==================== design 1
===== src/rtl/diff_demo_pkg.sv =====
`default_nettype none
// ============================================================================
//  Module      : diff_demo_pkg
//  Description : Shared types and constants for the PE array datapath:
//                PE step encoding, weight-slice selector, window-sequencer
//                FSM states, weight-buffer sizing and the phase helpers.
//  Contents    : CONF_WT_BUF_DEPTH, WT_ADDR_WIDTH, PE_PROCESS_WINDOW,
//                PE_state_t, PE_weight_mode_t, pe_seq_state_t,
//                phase_mode(), last_phase()
//  Revision    : 1.0 - initial release
// ============================================================================
package diff_demo_pkg;

    // Depth of the weight buffer in words.
    localparam int CONF_WT_BUF_DEPTH = 512;
    localparam int WT_ADDR_WIDTH     = $clog2(CONF_WT_BUF_DEPTH);

    // Output columns produced by the PE array per processed window group.
    localparam int PE_PROCESS_WINDOW = 4;

    // PE step within one weight slice; IDLE means the array is not stepping.
    typedef enum logic [2:0] {
        IDLE  = 3'd0,
        ONE   = 3'd1,
        TWO   = 3'd2,
        THREE = 3'd3,
        FOUR  = 3'd4,
        FIVE  = 3'd5,
        SIX   = 3'd6
    } PE_state_t;

    // Slice of the weight word in use. A..D split a 5x5 kernel, E is a
    // complete 3x3 kernel and doubles as the inactive value.
    typedef enum logic [2:0] {
        E_MODE = 3'd0,
        A_MODE = 3'd1,
        B_MODE = 3'd2,
        C_MODE = 3'd3,
        D_MODE = 3'd4
    } PE_weight_mode_t;

    // Window sequencer FSM.
    typedef enum logic [1:0] {
        S_IDLE = 2'd0,
        S_LOAD = 2'd1,
        S_RUN  = 2'd2,
        S_DONE = 2'd3
    } pe_seq_state_t;

    // Weight slice used by a given phase of a window.
    function automatic PE_weight_mode_t phase_mode(input logic       kernel_mode,
                                                   input logic [1:0] phase_idx);
        PE_weight_mode_t mode;
        mode = E_MODE;
        if (kernel_mode) begin
            case (phase_idx)
                2'd0:    mode = A_MODE;
                2'd1:    mode = B_MODE;
                2'd2:    mode = C_MODE;
                default: mode = D_MODE;
            endcase
        end
        return mode;
    endfunction

    // Index of the final phase in a window: one phase for 3x3, four for 5x5.
    function automatic logic [1:0] last_phase(input logic kernel_mode);
        return kernel_mode ? 2'd3 : 2'd0;
    endfunction

endpackage
`default_nettype wire


===== src/rtl/pe_window_seq_if.sv =====
`default_nettype none
// ============================================================================
//  Module      : pe_window_seq_if
//  Description : Job/control bundle between a job issuer and the PE window
//                sequencer.
//  Ports       : master - drives start, kernel_mode, num_windows,
//                         wt_base_addr, stall; observes the rest
//                slave  - the sequencer; drives wt_buf_rd_en,
//                         wt_buf_rd_addr, pe_state, wt_mode, pe_en, busy, done
//  Revision    : 1.0 - initial release
// ============================================================================
interface pe_window_seq_if
    import diff_demo_pkg::*;
#(
    parameter int WT_ADDR_W = WT_ADDR_WIDTH,
    parameter int WIN_CNT_W = 16
) ();

    logic                 start;
    logic                 kernel_mode;
    logic [WIN_CNT_W-1:0] num_windows;
    logic [WT_ADDR_W-1:0] wt_base_addr;
    logic                 stall;

    logic                 wt_buf_rd_en;
    logic [WT_ADDR_W-1:0] wt_buf_rd_addr;
    PE_state_t            pe_state;
    PE_weight_mode_t      wt_mode;
    logic                 pe_en;
    logic                 busy;
    logic                 done;

    modport master (
        output start, kernel_mode, num_windows, wt_base_addr, stall,
        input  wt_buf_rd_en, wt_buf_rd_addr, pe_state, wt_mode, pe_en, busy, done
    );

    modport slave (
        input  start, kernel_mode, num_windows, wt_base_addr, stall,
        output wt_buf_rd_en, wt_buf_rd_addr, pe_state, wt_mode, pe_en, busy, done
    );

endinterface
`default_nettype wire


===== src/rtl/pe_window_seq.sv =====
`default_nettype none
// ============================================================================
//  Module      : pe_window_seq
//  Description : Sequences the PE array through a job of num_windows window
//                groups. Each window runs one phase (3x3) or four phases
//                (5x5); a phase is one weight-buffer read cycle followed by
//                six PE compute steps. Weights restart at wt_base_addr for
//                every window.
//  Ports       : clk   - clock, rising edge
//                rst_n - synchronous active-low reset
//                bus   - pe_window_seq_if.slave (job request, stall, weight
//                        read strobe/address, PE step/mode/enable, busy/done)
//  Revision    : 1.0 - initial release
// ============================================================================
module pe_window_seq
    import diff_demo_pkg::*;
#(
    parameter int WT_ADDR_W = $clog2(CONF_WT_BUF_DEPTH),
    parameter int WIN_CNT_W = 16
) (
    input  wire logic           clk,
    input  wire logic           rst_n,
    pe_window_seq_if.slave      bus
);

    pe_seq_state_t        state;

    // Job configuration captured on the accepted start.
    logic                 kmode;
    logic [WIN_CNT_W-1:0] nwin;
    logic [WT_ADDR_W-1:0] base;

    logic [WIN_CNT_W-1:0] win_idx;
    logic [1:0]           phase_idx;

    // Registered outputs. load_q/run_q are the ungated strobes; stall masks
    // them combinationally at the port.
    logic                 load_q;
    logic                 run_q;
    logic [WT_ADDR_W-1:0] rd_addr;
    PE_state_t            pe_state_q;
    PE_weight_mode_t      wt_mode_q;
    logic                 busy_q;
    logic                 done_q;

    logic [1:0]           next_phase;
    logic                 last_phase_hit;
    logic                 last_win_hit;

    assign next_phase     = phase_idx + 2'd1;
    assign last_phase_hit = (phase_idx == last_phase(kmode));
    assign last_win_hit   = (win_idx == nwin - WIN_CNT_W'(1));

    always_ff @(posedge clk) begin
        if (!rst_n) begin
            state      <= S_IDLE;
            kmode      <= 1'b0;
            nwin       <= '0;
            base       <= '0;
            win_idx    <= '0;
            phase_idx  <= 2'd0;
            load_q     <= 1'b0;
            run_q      <= 1'b0;
            rd_addr    <= '0;
            pe_state_q <= IDLE;
            wt_mode_q  <= E_MODE;
            busy_q     <= 1'b0;
            done_q     <= 1'b0;
        end else begin
            case (state)
                S_IDLE: begin
                    done_q <= 1'b0;
                    if (bus.start) begin
                        kmode     <= bus.kernel_mode;
                        nwin      <= bus.num_windows;
                        base      <= bus.wt_base_addr;
                        win_idx   <= '0;
                        phase_idx <= 2'd0;
                        busy_q    <= 1'b1;
                        if (bus.num_windows == '0) begin
                            state  <= S_DONE;
                            done_q <= 1'b1;
                        end else begin
                            state   <= S_LOAD;
                            load_q  <= 1'b1;
                            rd_addr <= bus.wt_base_addr;
                        end
                    end
                end

                S_LOAD: begin
                    // Holding here while stalled re-presents the read once
                    // the stall drops.
                    if (!bus.stall) begin
                        state      <= S_RUN;
                        load_q     <= 1'b0;
                        rd_addr    <= '0;
                        run_q      <= 1'b1;
                        pe_state_q <= ONE;
                        wt_mode_q  <= phase_mode(kmode, phase_idx);
                    end
                end

                S_RUN: begin
                    if (!bus.stall) begin
                        if (pe_state_q != SIX) begin
                            pe_state_q <= PE_state_t'(pe_state_q + 3'd1);
                        end else begin
                            run_q      <= 1'b0;
                            pe_state_q <= IDLE;
                            wt_mode_q  <= E_MODE;
                            if (!last_phase_hit) begin
                                phase_idx <= next_phase;
                                state     <= S_LOAD;
                                load_q    <= 1'b1;
                                rd_addr   <= base + WT_ADDR_W'(next_phase);
                            end else if (!last_win_hit) begin
                                // New window reuses the same weights.
                                win_idx   <= win_idx + WIN_CNT_W'(1);
                                phase_idx <= 2'd0;
                                state     <= S_LOAD;
                                load_q    <= 1'b1;
                                rd_addr   <= base;
                            end else begin
                                state  <= S_DONE;
                                done_q <= 1'b1;
                            end
                        end
                    end
                end

                S_DONE: begin
                    // Completion is never held back by stall.
                    state  <= S_IDLE;
                    done_q <= 1'b0;
                    busy_q <= 1'b0;
                end

                default: begin
                    state <= S_IDLE;
                end
            endcase
        end
    end

    assign bus.wt_buf_rd_en   = load_q & ~bus.stall;
    assign bus.wt_buf_rd_addr = rd_addr;
    assign bus.pe_state       = pe_state_q;
    assign bus.wt_mode        = wt_mode_q;
    assign bus.pe_en          = run_q & ~bus.stall;
    assign bus.busy           = busy_q;
    assign bus.done           = done_q;

endmodule
`default_nettype wire


===== src/flat_wrapper.sv =====
// flat-port wrapper written by rule: the top's interface ports become plain ports
module pe_window_seq_flat import diff_demo_pkg::*;
#(
    parameter int WT_ADDR_W = $clog2(CONF_WT_BUF_DEPTH),
    parameter int WIN_CNT_W = 16
)
  (clk, rst_n, bus_start, bus_kernel_mode, bus_num_windows, bus_wt_base_addr, bus_stall, bus_wt_buf_rd_en, bus_wt_buf_rd_addr, bus_pe_state, bus_wt_mode, bus_pe_en, bus_busy, bus_done);
  pe_window_seq_if #(.WT_ADDR_W(WT_ADDR_W), .WIN_CNT_W(WIN_CNT_W)) bus_i ();
  input  wire logic clk;
  input  wire logic rst_n;
  input wire logic [$bits(bus_i.start)-1:0] bus_start;
  input wire logic [$bits(bus_i.kernel_mode)-1:0] bus_kernel_mode;
  input wire logic [$bits(bus_i.num_windows)-1:0] bus_num_windows;
  input wire logic [$bits(bus_i.wt_base_addr)-1:0] bus_wt_base_addr;
  input wire logic [$bits(bus_i.stall)-1:0] bus_stall;
  output wire logic [$bits(bus_i.wt_buf_rd_en)-1:0] bus_wt_buf_rd_en;
  output wire logic [$bits(bus_i.wt_buf_rd_addr)-1:0] bus_wt_buf_rd_addr;
  output wire logic [$bits(bus_i.pe_state)-1:0] bus_pe_state;
  output wire logic [$bits(bus_i.wt_mode)-1:0] bus_wt_mode;
  output wire logic [$bits(bus_i.pe_en)-1:0] bus_pe_en;
  output wire logic [$bits(bus_i.busy)-1:0] bus_busy;
  output wire logic [$bits(bus_i.done)-1:0] bus_done;
  assign bus_i.start = bus_start;
  assign bus_i.kernel_mode = bus_kernel_mode;
  assign bus_i.num_windows = bus_num_windows;
  assign bus_i.wt_base_addr = bus_wt_base_addr;
  assign bus_i.stall = bus_stall;
  assign bus_wt_buf_rd_en = bus_i.wt_buf_rd_en;
  assign bus_wt_buf_rd_addr = bus_i.wt_buf_rd_addr;
  assign bus_pe_state = bus_i.pe_state;
  assign bus_wt_mode = bus_i.wt_mode;
  assign bus_pe_en = bus_i.pe_en;
  assign bus_busy = bus_i.busy;
  assign bus_done = bus_i.done;
  pe_window_seq #(.WT_ADDR_W(WT_ADDR_W), .WIN_CNT_W(WIN_CNT_W)) u_core (.clk(clk), .rst_n(rst_n), .bus(bus_i));
endmodule

===== config.mk =====
export PLATFORM = sky130hd
export DESIGN_NAME = pe_window_seq_flat
export DESIGN_NICKNAME = d
export VERILOG_FILES = /design/src/rtl/diff_demo_pkg.sv /design/src/rtl/pe_window_seq_if.sv /design/src/rtl/pe_window_seq.sv /design/src/flat_wrapper.sv
export SDC_FILE = /design/constraint.sdc
export NUM_CORES = 1
export LEC_CHECK = 0
export CELL_PAD_IN_SITES_DETAIL_PLACEMENT = 0
export CELL_PAD_IN_SITES_GLOBAL_PLACEMENT = 1
export CORE_MARGIN = 3
export CORE_UTILIZATION = 41
export CTS_BUF_LIST = sky130_fd_sc_hd__clkbuf_8 sky130_fd_sc_hd__clkbuf_16
export DETAILED_ROUTE_END_ITERATION = 7
export MAX_ROUTING_LAYER = met4
export PLACE_DENSITY = 0.9
export SLEW_MARGIN = 20
export SYNTH_ARGS = -nofsm -noshare
export SYNTH_HDL_FRONTEND = slang
export SYNTH_SLANG_ARGS = --single-unit

===== constraint.sdc =====
create_clock -name clk -period 3.65 [get_ports clk]
set_clock_uncertainty 0.1 [all_clocks]
set_input_delay 0.365 -clock clk [delete_from_list [all_inputs] [get_ports clk]]
set_output_delay 0.365 -clock clk [all_outputs]
set_load 0.02 [all_outputs]

==================== design 2
--- config.mk ---
export PLATFORM = sky130hd
export DESIGN_NAME = ttc_readout_sequencer_flat
export DESIGN_NICKNAME = d
export VERILOG_FILES = /design/src/rtl/ttc_pkg.sv /design/src/rtl/ttc_readout_sequencer_if.sv /design/src/rtl/chan_priority_select.sv /design/src/rtl/ttc_readout_sequencer.sv /design/src/flat_wrapper.sv
export SDC_FILE = /design/constraint.sdc
export NUM_CORES = 1
export LEC_CHECK = 0
export ABC_AREA = 0
export CAP_MARGIN = 0
export CORE_MARGIN = 3
export CORE_UTILIZATION = 52
export CTS_CLUSTER_DIAMETER = 60
export DETAILED_ROUTE_END_ITERATION = 10
export PLACE_DENSITY = 0.95
export SKIP_LAST_GASP = 1
export SYNTH_ARGS = -nofsm -noshare
export SYNTH_HDL_FRONTEND = slang
export SYNTH_SLANG_ARGS = --single-unit
--- constraint.sdc ---
create_clock -name clk -period 6.9 [get_ports clk]
set_clock_uncertainty 0.2 [all_clocks]
set_input_delay 1.725 -clock clk [delete_from_list [all_inputs] [get_ports clk]]
set_output_delay 1.725 -clock clk [all_outputs]
set_load 0.05 [all_outputs]
--- src/rtl/ttc_pkg.sv ---
// Shared definitions for the TTC readout sequencer: trigger word field layout,
// event header layout and the sequencer state encoding.
package ttc_pkg;

   localparam int FIFO_W        = 128;
   localparam int HDR_W         = 128;
   localparam int WORD_W        = 95;
   localparam int SIZE_W        = 22;

   localparam int EMPTY_BIT     = 94;
   localparam int TYPE_MSB      = 93;
   localparam int TYPE_LSB      = 92;
   localparam int EVT_CNT_MSB   = 91;
   localparam int EVT_CNT_LSB   = 68;
   localparam int TRIG_NUM_MSB  = 67;
   localparam int TRIG_NUM_LSB  = 44;
   localparam int TIMESTAMP_MSB = 43;
   localparam int TIMESTAMP_LSB = 0;

   localparam int HDR_SIZE_MSB  = 116;
   localparam int HDR_SIZE_LSB  = 95;

   typedef enum logic [2:0] {
      IDLE   = 3'd0,
      ISSUE  = 3'd1,
      WAIT   = 3'd2,
      REPORT = 3'd3,
      HEADER = 3'd4,
      ERROR  = 3'd5
   } state_t;

   // Header handed to the command manager: freed size above the raw trigger word.
   function automatic logic [HDR_W-1:0] buildHeader(input logic [SIZE_W-1:0] size,
                                                    input logic [WORD_W-1:0] word);
      logic [HDR_W-1:0] hdr;
      hdr = '0;
      hdr[HDR_SIZE_MSB:HDR_SIZE_LSB] = size;
      hdr[WORD_W-1:0] = word;
      return hdr;
   endfunction

endpackage

--- src/rtl/ttc_readout_sequencer_if.sv ---
// Bundle of every sequencer-facing signal: trigger FIFO, channel engines,
// receiver occupancy return, command manager header and status.
interface ttc_readout_sequencer_if #(
   parameter int NCHAN = 5,
   parameter int TMO_W = 24
);
   import ttc_pkg::*;

   logic                trig_fifo_valid;
   logic                trig_fifo_ready;
   logic [FIFO_W-1:0]   trig_fifo_data;
   logic [NCHAN-1:0]    chan_en;
   logic [TMO_W-1:0]    timeout_limit;
   logic                acq_trigger;
   logic [NCHAN-1:0]    chan_rd_start;
   logic [NCHAN-1:0]    chan_rd_done;
   logic [SIZE_W-1:0]   chan_rd_bursts;
   logic                readout_done;
   logic [SIZE_W-1:0]   readout_size;
   logic                hdr_valid;
   logic                hdr_ready;
   logic [HDR_W-1:0]    hdr_data;
   logic [2:0]          state;
   logic                error_timeout;
   logic                error_size_mismatch;
   logic                error_unexpected_done;

   modport master (
      input  trig_fifo_valid, trig_fifo_data, chan_en, timeout_limit, acq_trigger,
             chan_rd_done, chan_rd_bursts, hdr_ready,
      output trig_fifo_ready, chan_rd_start, readout_done, readout_size, hdr_valid,
             hdr_data, state, error_timeout, error_size_mismatch, error_unexpected_done
   );

   modport slave (
      output trig_fifo_valid, trig_fifo_data, chan_en, timeout_limit, acq_trigger,
             chan_rd_done, chan_rd_bursts, hdr_ready,
      input  trig_fifo_ready, chan_rd_start, readout_done, readout_size, hdr_valid,
             hdr_data, state, error_timeout, error_size_mismatch, error_unexpected_done
   );

endinterface

--- src/rtl/chan_priority_select.sv ---
// Combinational priority encoder: lowest enabled channel, and the next enabled
// channel strictly above the current index.
module chan_priority_select #(
   parameter int NCHAN = 5,
   parameter int IDX_W = 3
) (
   input  logic [NCHAN-1:0] en_i,
   input  logic [IDX_W-1:0] cur_i,
   output logic [IDX_W-1:0] next_o,
   output logic             found_o,
   output logic [IDX_W-1:0] low_o
);

   // Scanning downward lets the lowest qualifying bit win both searches.
   always_comb begin
      next_o  = '0;
      found_o = 1'b0;
      low_o   = '0;
      for (int i = NCHAN - 1; i >= 0; i--) begin
         if (en_i[i] && (i > int'(cur_i))) begin
            next_o  = IDX_W'(i);
            found_o = 1'b1;
         end
         if (en_i[i]) begin
            low_o = IDX_W'(i);
         end
      end
   end

endmodule

--- src/rtl/ttc_readout_sequencer.sv ---
// Pops trigger words, reads each enabled channel out in ascending order, returns
// the freed burst count to the receiver and forwards the event header.
module ttc_readout_sequencer
   import ttc_pkg::*;
#(
   parameter int NCHAN = 5,
   parameter int TMO_W = 24
) (
   input  logic                    clk,
   input  logic                    reset,
   ttc_readout_sequencer_if.master bus
);

   localparam int IDX_W = $clog2(NCHAN);

   state_t              state_q;
   logic [WORD_W-1:0]   word_q;
   logic [NCHAN-1:0]    en_q;
   logic [NCHAN-1:0]    start_q;
   logic [IDX_W-1:0]    idx_q;
   logic [SIZE_W-1:0]   size_q;
   logic                first_q;
   logic [TMO_W-1:0]    waitCnt_q;
   logic                ready_q;
   logic                hdrValid_q;
   logic [HDR_W-1:0]    hdrData_q;
   logic                errTimeout_q;
   logic                errMismatch_q;
   logic                errUnexpected_q;

   logic [NCHAN-1:0]    selEn;
   logic [NCHAN-1:0]    activeMask;
   logic [IDX_W-1:0]    nextIdx;
   logic [IDX_W-1:0]    lowIdx;
   logic                nextFound;
   logic                popWord;
   logic                activeDone;
   logic                strayDone;
   logic                reportNow;
   logic                unused_fifoHi;

   // While idle the encoder looks at the live enables so the first channel is
   // known in the same cycle the word is popped and the mask is snapshotted.
   assign selEn      = (state_q == IDLE) ? bus.chan_en : en_q;
   assign popWord    = (state_q == IDLE) && ready_q && bus.trig_fifo_valid;
   assign activeMask = (state_q == WAIT) ? (NCHAN'(1) << idx_q) : '0;
   assign activeDone = |(bus.chan_rd_done & activeMask);
   assign strayDone  = |(bus.chan_rd_done & ~activeMask);
   assign unused_fifoHi = ^bus.trig_fifo_data[FIFO_W-1:WORD_W];

   chan_priority_select #(
      .NCHAN (NCHAN),
      .IDX_W (IDX_W)
   ) u_sel (
      .en_i    (selEn),
      .cur_i   (idx_q),
      .next_o  (nextIdx),
      .found_o (nextFound),
      .low_o   (lowIdx)
   );

   // The occupancy return is gated combinationally by the live trigger pulse so
   // the two can never share a cycle at the receiver.
   assign reportNow = (state_q == REPORT) && !bus.acq_trigger;

   assign bus.trig_fifo_ready       = ready_q;
   assign bus.chan_rd_start         = start_q;
   assign bus.readout_done          = reportNow;
   assign bus.readout_size          = reportNow ? size_q : '0;
   assign bus.hdr_valid             = hdrValid_q;
   assign bus.hdr_data              = hdrData_q;
   assign bus.state                 = state_q;
   assign bus.error_timeout         = errTimeout_q;
   assign bus.error_size_mismatch   = errMismatch_q;
   assign bus.error_unexpected_done = errUnexpected_q;

   // Sequencer state, registered outputs and sticky error flags.
   always_ff @(posedge clk) begin
      if (reset) begin
         state_q         <= IDLE;
         word_q          <= '0;
         en_q            <= '0;
         start_q         <= '0;
         idx_q           <= '0;
         size_q          <= '0;
         first_q         <= 1'b0;
         waitCnt_q       <= '0;
         ready_q         <= 1'b0;
         hdrValid_q      <= 1'b0;
         hdrData_q       <= '0;
         errTimeout_q    <= 1'b0;
         errMismatch_q   <= 1'b0;
         errUnexpected_q <= 1'b0;
      end else begin
         start_q <= '0;
         if (strayDone) begin
            errUnexpected_q <= 1'b1;
         end
         case (state_q)
            IDLE: begin
               if (popWord) begin
                  ready_q <= 1'b0;
                  word_q  <= bus.trig_fifo_data[WORD_W-1:0];
                  en_q    <= bus.chan_en;
                  size_q  <= '0;
                  first_q <= 1'b1;
                  if (bus.trig_fifo_data[EMPTY_BIT] || (bus.chan_en == '0)) begin
                     hdrValid_q <= 1'b1;
                     hdrData_q  <= buildHeader('0, bus.trig_fifo_data[WORD_W-1:0]);
                     state_q    <= HEADER;
                  end else begin
                     idx_q   <= lowIdx;
                     start_q <= NCHAN'(1) << lowIdx;
                     state_q <= ISSUE;
                  end
               end else begin
                  ready_q <= 1'b1;
               end
            end
            ISSUE: begin
               waitCnt_q <= '0;
               state_q   <= WAIT;
            end
            WAIT: begin
               if (activeDone) begin
                  first_q <= 1'b0;
                  if (first_q) begin
                     size_q <= bus.chan_rd_bursts;
                  end else if (bus.chan_rd_bursts != size_q) begin
                     errMismatch_q <= 1'b1;
                  end
                  if (nextFound) begin
                     idx_q   <= nextIdx;
                     start_q <= NCHAN'(1) << nextIdx;
                     state_q <= ISSUE;
                  end else begin
                     state_q <= REPORT;
                  end
               end else if ((bus.timeout_limit != '0) && (waitCnt_q == bus.timeout_limit)) begin
                  errTimeout_q <= 1'b1;
                  state_q      <= ERROR;
               end else if (waitCnt_q != '1) begin
                  waitCnt_q <= waitCnt_q + TMO_W'(1);
               end
            end
            REPORT: begin
               if (!bus.acq_trigger) begin
                  hdrValid_q <= 1'b1;
                  hdrData_q  <= buildHeader(size_q, word_q);
                  state_q    <= HEADER;
               end
            end
            HEADER: begin
               if (bus.hdr_ready) begin
                  hdrValid_q <= 1'b0;
                  ready_q    <= 1'b1;
                  state_q    <= IDLE;
               end
            end
            default: begin
               state_q <= ERROR;
            end
         endcase
      end
   end

endmodule

--- src/flat_wrapper.sv ---
// flat-port wrapper written by rule: the top's interface ports become plain ports
module ttc_readout_sequencer_flat import ttc_pkg::*;
#(
   parameter int NCHAN = 5,
   parameter int TMO_W = 24
)
  (clk, reset, bus_trig_fifo_valid, bus_trig_fifo_data, bus_chan_en, bus_timeout_limit, bus_acq_trigger, bus_chan_rd_done, bus_chan_rd_bursts, bus_hdr_ready, bus_trig_fifo_ready, bus_chan_rd_start, bus_readout_done, bus_readout_size, bus_hdr_valid, bus_hdr_data, bus_state, bus_error_timeout, bus_error_size_mismatch, bus_error_unexpected_done);
  ttc_readout_sequencer_if #(.NCHAN(NCHAN), .TMO_W(TMO_W)) bus_i ();
  input  logic clk;
  input  logic reset;
  input wire logic [$bits(bus_i.trig_fifo_valid)-1:0] bus_trig_fifo_valid;
  input wire logic [$bits(bus_i.trig_fifo_data)-1:0] bus_trig_fifo_data;
  input wire logic [$bits(bus_i.chan_en)-1:0] bus_chan_en;
  input wire logic [$bits(bus_i.timeout_limit)-1:0] bus_timeout_limit;
  input wire logic [$bits(bus_i.acq_trigger)-1:0] bus_acq_trigger;
  input wire logic [$bits(bus_i.chan_rd_done)-1:0] bus_chan_rd_done;
  input wire logic [$bits(bus_i.chan_rd_bursts)-1:0] bus_chan_rd_bursts;
  input wire logic [$bits(bus_i.hdr_ready)-1:0] bus_hdr_ready;
  output wire logic [$bits(bus_i.trig_fifo_ready)-1:0] bus_trig_fifo_ready;
  output wire logic [$bits(bus_i.chan_rd_start)-1:0] bus_chan_rd_start;
  output wire logic [$bits(bus_i.readout_done)-1:0] bus_readout_done;
  output wire logic [$bits(bus_i.readout_size)-1:0] bus_readout_size;
  output wire logic [$bits(bus_i.hdr_valid)-1:0] bus_hdr_valid;
  output wire logic [$bits(bus_i.hdr_data)-1:0] bus_hdr_data;
  output wire logic [$bits(bus_i.state)-1:0] bus_state;
  output wire logic [$bits(bus_i.error_timeout)-1:0] bus_error_timeout;
  output wire logic [$bits(bus_i.error_size_mismatch)-1:0] bus_error_size_mismatch;
  output wire logic [$bits(bus_i.error_unexpected_done)-1:0] bus_error_unexpected_done;
  assign bus_i.trig_fifo_valid = bus_trig_fifo_valid;
  assign bus_i.trig_fifo_data = bus_trig_fifo_data;
  assign bus_i.chan_en = bus_chan_en;
  assign bus_i.timeout_limit = bus_timeout_limit;
  assign bus_i.acq_trigger = bus_acq_trigger;
  assign bus_i.chan_rd_done = bus_chan_rd_done;
  assign bus_i.chan_rd_bursts = bus_chan_rd_bursts;
  assign bus_i.hdr_ready = bus_hdr_ready;
  assign bus_trig_fifo_ready = bus_i.trig_fifo_ready;
  assign bus_chan_rd_start = bus_i.chan_rd_start;
  assign bus_readout_done = bus_i.readout_done;
  assign bus_readout_size = bus_i.readout_size;
  assign bus_hdr_valid = bus_i.hdr_valid;
  assign bus_hdr_data = bus_i.hdr_data;
  assign bus_state = bus_i.state;
  assign bus_error_timeout = bus_i.error_timeout;
  assign bus_error_size_mismatch = bus_i.error_size_mismatch;
  assign bus_error_unexpected_done = bus_i.error_unexpected_done;
  ttc_readout_sequencer #(.NCHAN(NCHAN), .TMO_W(TMO_W)) u_core (.clk(clk), .reset(reset), .bus(bus_i));
endmodule
==================== design 3
[config.mk]
export PLATFORM = sky130hd
export DESIGN_NAME = ysyx_23060240_exec_ctrl
export DESIGN_NICKNAME = d
export VERILOG_FILES = /design/src/rtl/ysyx_23060240_exec_ctrl.sv
export SDC_FILE = /design/constraint.sdc
export NUM_CORES = 1
export LEC_CHECK = 0
export ABC_CLOCK_PERIOD_IN_PS = 2700
export CAP_MARGIN = 10
export CORE_AREA = 3 3 91 71
export DETAILED_ROUTE_END_ITERATION = 10
export DIE_AREA = 0 0 94 74
export MAX_ROUTING_LAYER = met4
export PLACE_DENSITY = 0.67
export RECOVER_POWER = 50
export REMOVE_ABC_BUFFERS = 1
export SETUP_SLACK_MARGIN = 0.05
export SLEW_MARGIN = 10
export SYNTH_ARGS = -nofsm -noshare
export SYNTH_HDL_FRONTEND = slang
export SYNTH_SLANG_ARGS = --single-unit
[constraint.sdc]
create_clock -name clk -period 2.7 [get_ports clk]
set_input_delay 0.405 -clock clk [delete_from_list [all_inputs] [get_ports clk]]
set_output_delay 0.405 -clock clk [all_outputs]
set_load 0.005 [all_outputs]
[src/rtl/ysyx_23060240_exec_ctrl.sv]
// ysyx_23060240_exec_ctrl: multi-cycle FETCH/EXEC/MEM/COMMIT sequencer with bus-error and watchdog faults
module ysyx_23060240_exec_ctrl #(
  parameter int TIMEOUT = 1024,
  parameter int RET_W   = 32
) (
  input  logic             clk,
  input  logic             rst,
  input  logic             ifu_rvalid,
  input  logic [1:0]       ifu_rresp,
  input  logic             is_load,
  input  logic             is_store,
  input  logic             halt_req,
  input  logic             lsu_done,
  input  logic [1:0]       lsu_resp,
  output logic             fetch_req,
  output logic             inst_valid,
  output logic             lsu_rd_req,
  output logic             lsu_wr_req,
  output logic             commit,
  output logic             halted,
  output logic             fault,
  output logic [1:0]       fault_cause,
  output logic [2:0]       state,
  output logic [RET_W-1:0] retired
);
  localparam int WD_W = TIMEOUT > 1 ? $clog2(TIMEOUT) : 1;
  typedef enum logic [2:0] {IDLE, FETCH, EXEC, MEM, COMMIT, HALT, FAULT} state_t;
  state_t st, nxt;
  logic first, is_wr, halt_pend, wd_exp;
  logic [1:0] cause;
  logic [WD_W-1:0] wd;
  assign state      = st;
  assign wd_exp     = (TIMEOUT != 0) && (wd == WD_W'(TIMEOUT - 1));
  assign fetch_req  = st == FETCH && first;
  assign lsu_rd_req = st == MEM && first && !is_wr;
  assign lsu_wr_req = st == MEM && first && is_wr;
  assign commit     = st == COMMIT;
  // A done pulse is checked before expiry so it wins a same-cycle race with the watchdog.
  always_comb begin
    nxt   = st;
    cause = fault_cause;
    case (st)
      IDLE: nxt = FETCH;
      FETCH: begin
        if (ifu_rvalid) begin
          nxt   = ifu_rresp == 2'b00 ? EXEC : FAULT;
          cause = 2'b01;
        end else if (wd_exp) begin
          nxt   = FAULT;
          cause = 2'b11;
        end
      end
      EXEC: begin
        nxt   = is_load && is_store ? FAULT : (is_load || is_store) ? MEM : COMMIT;
        cause = 2'b00;
      end
      MEM: begin
        if (lsu_done) begin
          nxt   = lsu_resp == 2'b00 ? COMMIT : FAULT;
          cause = 2'b10;
        end else if (wd_exp) begin
          nxt   = FAULT;
          cause = 2'b11;
        end
      end
      COMMIT: nxt = halt_pend ? HALT : FETCH;
      default: nxt = st;
    endcase
  end
  always_ff @(posedge clk or negedge rst) begin
    if (!rst) begin
      st          <= IDLE;
      first       <= 1'b0;
      is_wr       <= 1'b0;
      halt_pend   <= 1'b0;
      wd          <= '0;
      inst_valid  <= 1'b0;
      halted      <= 1'b0;
      fault       <= 1'b0;
      fault_cause <= 2'b00;
      retired     <= '0;
    end else begin
      st          <= nxt;
      first       <= nxt != st;
      wd          <= (nxt != st || !(st == FETCH || st == MEM)) ? '0 : wd + 1'b1;
      is_wr       <= st == EXEC ? is_store : is_wr;
      halt_pend   <= st == EXEC ? halt_req : halt_pend;
      inst_valid  <= nxt == EXEC || nxt == MEM || nxt == COMMIT;
      halted      <= nxt == HALT;
      fault       <= nxt == FAULT;
      fault_cause <= nxt == FAULT ? cause : fault_cause;
      retired     <= retired + RET_W'(st == COMMIT);
    end
  end
endmodule
Fig. 1: design 1, sequential cells grouped by signal name
Scale bar: 20 um.
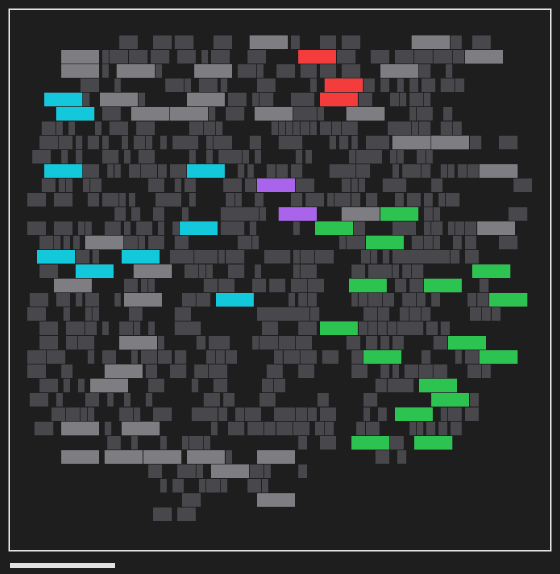
`u_core.phase_idx` -> purple  # sequential cells 2
`u_core.base` -> cyan  # sequential cells 9
`u_core.bus.wt_mode` -> red  # sequential cells 3
`u_core.win_idx` -> green  # sequential cells 16
not colored = 35

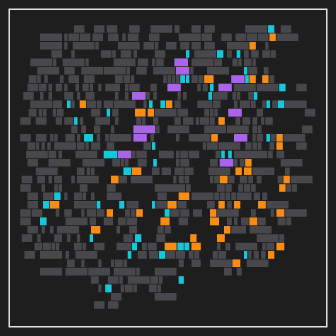
Fig. 2. Gate families picked out (design 1).
NOR gates -> cyan  # cells 44, most used nor2_1
AND and OR gates -> orange  # cells 43, most used or3_1
adder and majority cells -> purple  # cells 12, most used ha_1
share of the final layout cell area in multi-input gates: 0.511
commonest non-fill, non-tap cell in the layout: nand2_1
non-filler instance count after layout: 638

==> impl_metrics.tcl, design 1 <==
# flow metrics
set metrics [dict create \
    run_status "complete, no violations" \
    syn_inst 487 \
    dpl.hpwl_mm 7.05 \
    initial_utilization 0.431 \
    power.share.clock 0.211 \
    post_synth_top_cells "96 x nand2_1, 65 x dfxtp_1, 28 x a21oi_1" \
    hp-class "input pin to register" \
    number_of_global_route_vias_before_repair 3383 \
    synth.ff_latch_count 65 \
    worst_slew_slack_as_a_fraction_of_its_limit 0.345 \
    port_buffer_count 48 \
    warning_total_across_the_stage_logs 31 \
    post_cts_hold_buffers 0 \
    hold_start "rst_n" \
    post_synth_xor_area_fraction 0.0571 \
    grt_start_max_net_pins 62 \
    yosysTopAreaCell "dfxtp_1" \
    number_of_setup_violations_in_the_final_report 0 \
    preCtsSetupSlack_ns 0.483 \
    netlist_top_cells_area "dfxtp_1 34%, nand2_1 9.4%, a21boi_0 5.3%" \
    final_layout_size_suffix_gt1_frac 0.0528 \
    synth_compound_gate_area_share 0.193 \
    worstSetupStartpointType "register" \
    drt-total-wl_mm 9.52 \
    reported_max_cap_violation_count 0 \
]
## design 1: critical path: cells and delay by family (launching register included)
| kind | cells | cell delay, ns |
|---|---|---|
| flip-flops | 1 | 0.37 |
| buffers and inverters | 1 | 0.08 |
| AND/OR/NAND/NOR | 3 | 1.08 |
| AND-OR/OR-AND | 3 | 0.87 |
| multiplexers | 1 | 0.24 |
| adder cells (fa/ha/maj) | 1 | 0.22 |
## design 1: area by class of cell
class                   count  area [um^2]
fillers                   877         4340
multi-input cells         373         2330
flip-flops and latches     65         1300
repair buffers             54          520
well taps                 108          135
clock buffers               9          124
inverters                  22         82.6
clock inverters             7         63.8
## design 1: sequential cells by signal, indices dropped and copies added (netlist names)
name / count
u_core.bus.busy: 1
u_core.bus.pe_state: 3
u_core.state: 2
u_core.base: 9
u_core.kmode: 1
u_core.phase_idx: 2
u_core.bus.done: 1
u_core.load_q: 1
u_core.win_idx: 16
u_core.run_q: 1
u_core.bus.wt_mode: 3
u_core.nwin: 16
u_core.bus.wt_buf_rd_addr: 9
## design 1: routing by layer
metal,GRT usage,part of all wire,vias to the layer above
met5,-,0,-
met4,0.0656,0.015,0
met3,0.0304,0.035,14
met2,0.298,0.45,68
met1,0.279,0.50,1648
li1,-,-,1808
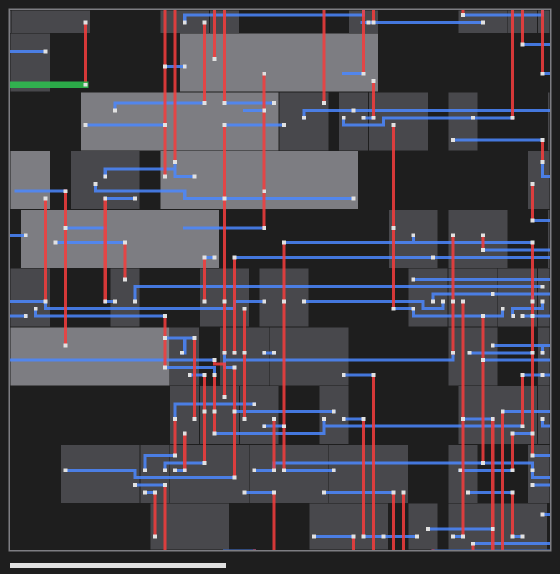
Fig. 3. Close-up of the layout (design 3).
Scale bar: 10 um. Region (11, 6) to (36, 31) um. Cells in gray, sequential cells in the stronger gray; small squares are vias.
met2 -> red
met3 -> green
met1 -> blue
cells with their middle in the window = 39
sequential cells in the window = 5
most frequent = clkdlybuf4s50_1 (8), dfrtp_1 (5)
netlist names of flops here include = `state` (2)

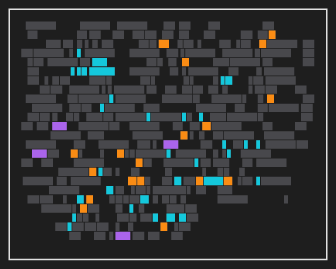
Fig. 4. Gate families picked out (design 3).
NOR gates -> cyan  # cells 32, most used nor2_1
adder and majority cells -> purple  # cells 4, most used ha_1
AND and OR gates -> orange  # cells 18, most used and3_1
share of the final layout cell area in multi-input gates: 0.348
commonest non-fill, non-tap cell in the layout: dfrtp_1

==> impl_metrics.tcl, design 3 <==
# flow metrics
set metrics [dict create \
    run_status "complete, no violations" \
    clkTransAtPathRegs_ns 0.09 \
    remaining_routing_drc_violations 0 \
    final.min_clock_period_ns 2.46 \
    grt_start_max_net_pins 22 \
    crit_path_max_fo 14 \
    ys_sh_simple 0.225 \
    worstSetupStartpointType "register" \
    met3_usage 0.0404 \
    vdd.ir_drop.worst_mv 0.305 \
    die-height_um 74 \
    cp_num_buf_inv 2 \
    antenna_found_initial 0 \
    regToRegEndpoint "fault_cause[1]" \
    edf_count 0 \
    mi_comb_cells 167 \
    timing.hold.ws_ns 0.221 \
    detailed_place.area_um2 3180 \
    final-comb-area_um2 1130 \
    clock_tree_area_fraction 0.0310 \
    seqAreaFraction 0.406 \
]
-- design 3: stage by stage --
step	setup WS [ns]	util	std cells	total power, mW
6_report	0.245	0.572	375	1.73
5_1_grt	0.0641	0.572	375	1.82
4_1_cts	0.383	0.575	375	1.76
3_5_place_dp	0.241	0.557	367	1.28
3_3_place_gp	0.297	0.557	367	1.28
2_1_floorplan	0.447	-	228	1.07
-- design 3: how the worst max path moves through the flow --
| stage | start | to | slack [ns] | cells after the start |
|---|---|---|---|---|
| 5_1_grt | state[0] | retired[24] | 0.06 | 10 |
| 6_report | state[1] | fetch_req | 0.24 | 4 |
| 3_5_place_dp | is_store | fault_cause[1] | 0.24 | 9 |
| 2_1_floorplan | state[1] | retired[24] | 0.45 | 10 |
| 3_3_place_gp | is_store | fault_cause[1] | 0.30 | 9 |
| 4_1_cts | state[1] | retired[30] | 0.38 | 10 |
-- design 3: power groups by stage --
stage	Sequential, mW	Combinational (mW)	Clock (mW)
finish	0.902	0.342	0.481
global route	0.914	0.378	0.530
CTS	0.905	0.364	0.494
detailed placement	0.919	0.363	0
global placement	0.919	0.357	0
floorplan	0.945	0.129	0
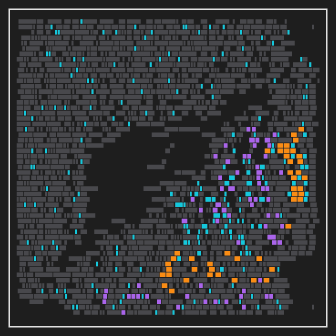
Fig. 5. Gate families picked out (design 2).
AND and OR gates -> purple  # cells 67, most used and2_1
NOR gates -> cyan  # cells 197, most used nor2_1, where all over the die
XOR/XNOR gates -> orange  # cells 46, most used xor2_1
share of the final layout cell area in multi-input gates: 0.374
commonest non-fill, non-tap cell in the layout: clkdlybuf4s50_1

==> impl_metrics.tcl, design 2 <==
# flow metrics
set metrics [dict create \
    route.detailed.wl_per_inst_um 18.1 \
    placed_cells 1982 \
    worstSetupStartpointType "input pin" \
    timing.hold.worst_path_depth 2 \
    die-height_um 160 \
    synth-warning-count 0 \
    worst_slew_slack_as_a_fraction_of_its_limit 0.214 \
    instances_no_fill 2040 \
    power.share.clock 0.274 \
    synth_top_flop_cell "dfxtp_1" \
    run_status "complete, no violations" \
    ys_async_sr_fraction 0 \
    reported_max_cap_violation_count 0 \
    port_buffer_count 308 \
    fill_cell_instance_count_of_the_final_layout 1616 \
    cts-htree-levels 1 \
    pg_comb_mw 2.24 \
    inverters_excl_clock 15 \
    clock_insertion_delay_worst_skew_ns 0.54 \
    finish.instance_area_um2 16400 \
    dpl.hpwl_mm 24.6 \
    syn_inst 1462 \
    total_number_of_placement_rows 55 \
]
## design 2: worst max-delay path by stage
stage                           endpoint  slack, ns  cells past startpoint
global route         bus_readout_size[7]       1.11                      5
global placement    bus_readout_size[15]       1.28                      5
detailed placement  bus_readout_size[16]       1.23                      5
finish              bus_readout_size[16]       1.19                      5
floorplan           bus_readout_size[12]       1.87                      3
CTS                 bus_readout_size[16]       1.22                      5
## design 2: worst max-delay path, cell delays in order
cell,delay [ns]
clkdlybuf4s50_1,0.50
nor2_1,0.23
buf_4,0.30
and2_1,0.20
clkdlybuf4s50_1,0.83
## design 2: layer usage
layer	up-vias	share of wire	wire (um)	track usage
met5	-	0	0	0
met3	128	0.081	2990	0.0676
li1	5567	-	-	-
met2	543	0.48	17600	0.460
met4	0	0.051	1880	0.133
met1	5543	0.39	14400	0.331
## design 2: cells by family after synthesis
| kind of cell | Yosys count | synth area share |
|---|---|---|
| muxes | 107 | 0.0887 |
| other | 1 | 0.000306 |
| DFF | 280 | 0.457 |
| AOI/OAI and AO/OA | 324 | 0.166 |
| buffers and inverters | 137 | 0.0474 |
| and+or+nand+nor | 566 | 0.206 |
| adders and majority gates | 1 | 0.00102 |
| xor gates and xnor gates | 46 | 0.0329 |


==> screenshots <==
Routing congestion.
shot_01.png
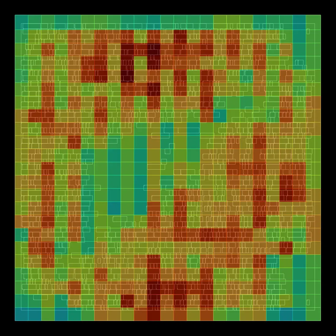
shot_02.png
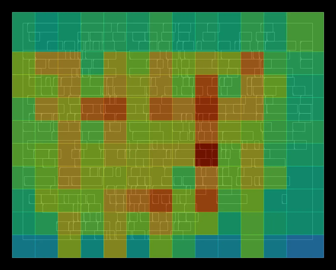
shot_03.png
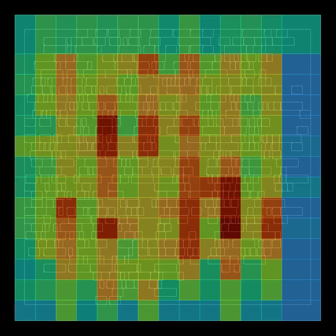
For design 1, see shot_03.png.
For design 3, see shot_02.png.
For design 2, see shot_01.png.


## Gallery

I/O nets highlighted.
Plate I
Scale bar: 20 um.
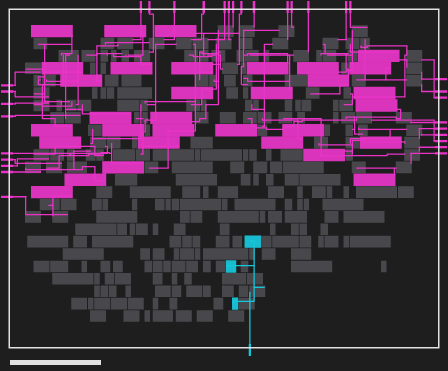
Plate II
Scale bar: 50 um.
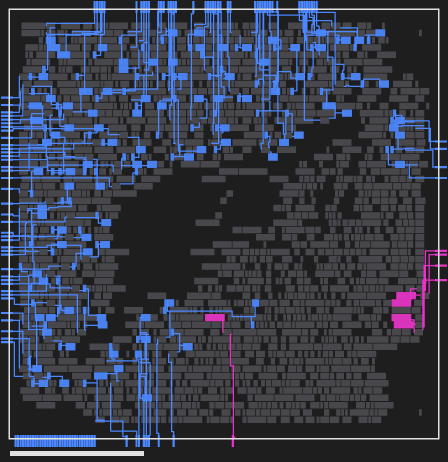
Plate III
Scale bar: 20 um.
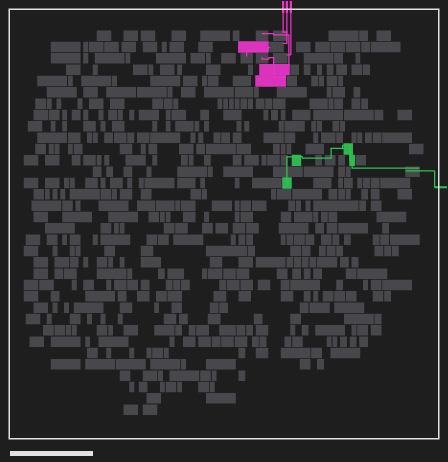
- smallest die: Plate I
- fewest cells: Plate I
Plate III is design 1.
Plate I is design 3.
Plate II is design 2.

Power figures rest on the tool's default switching activity, not on a simulated workload.
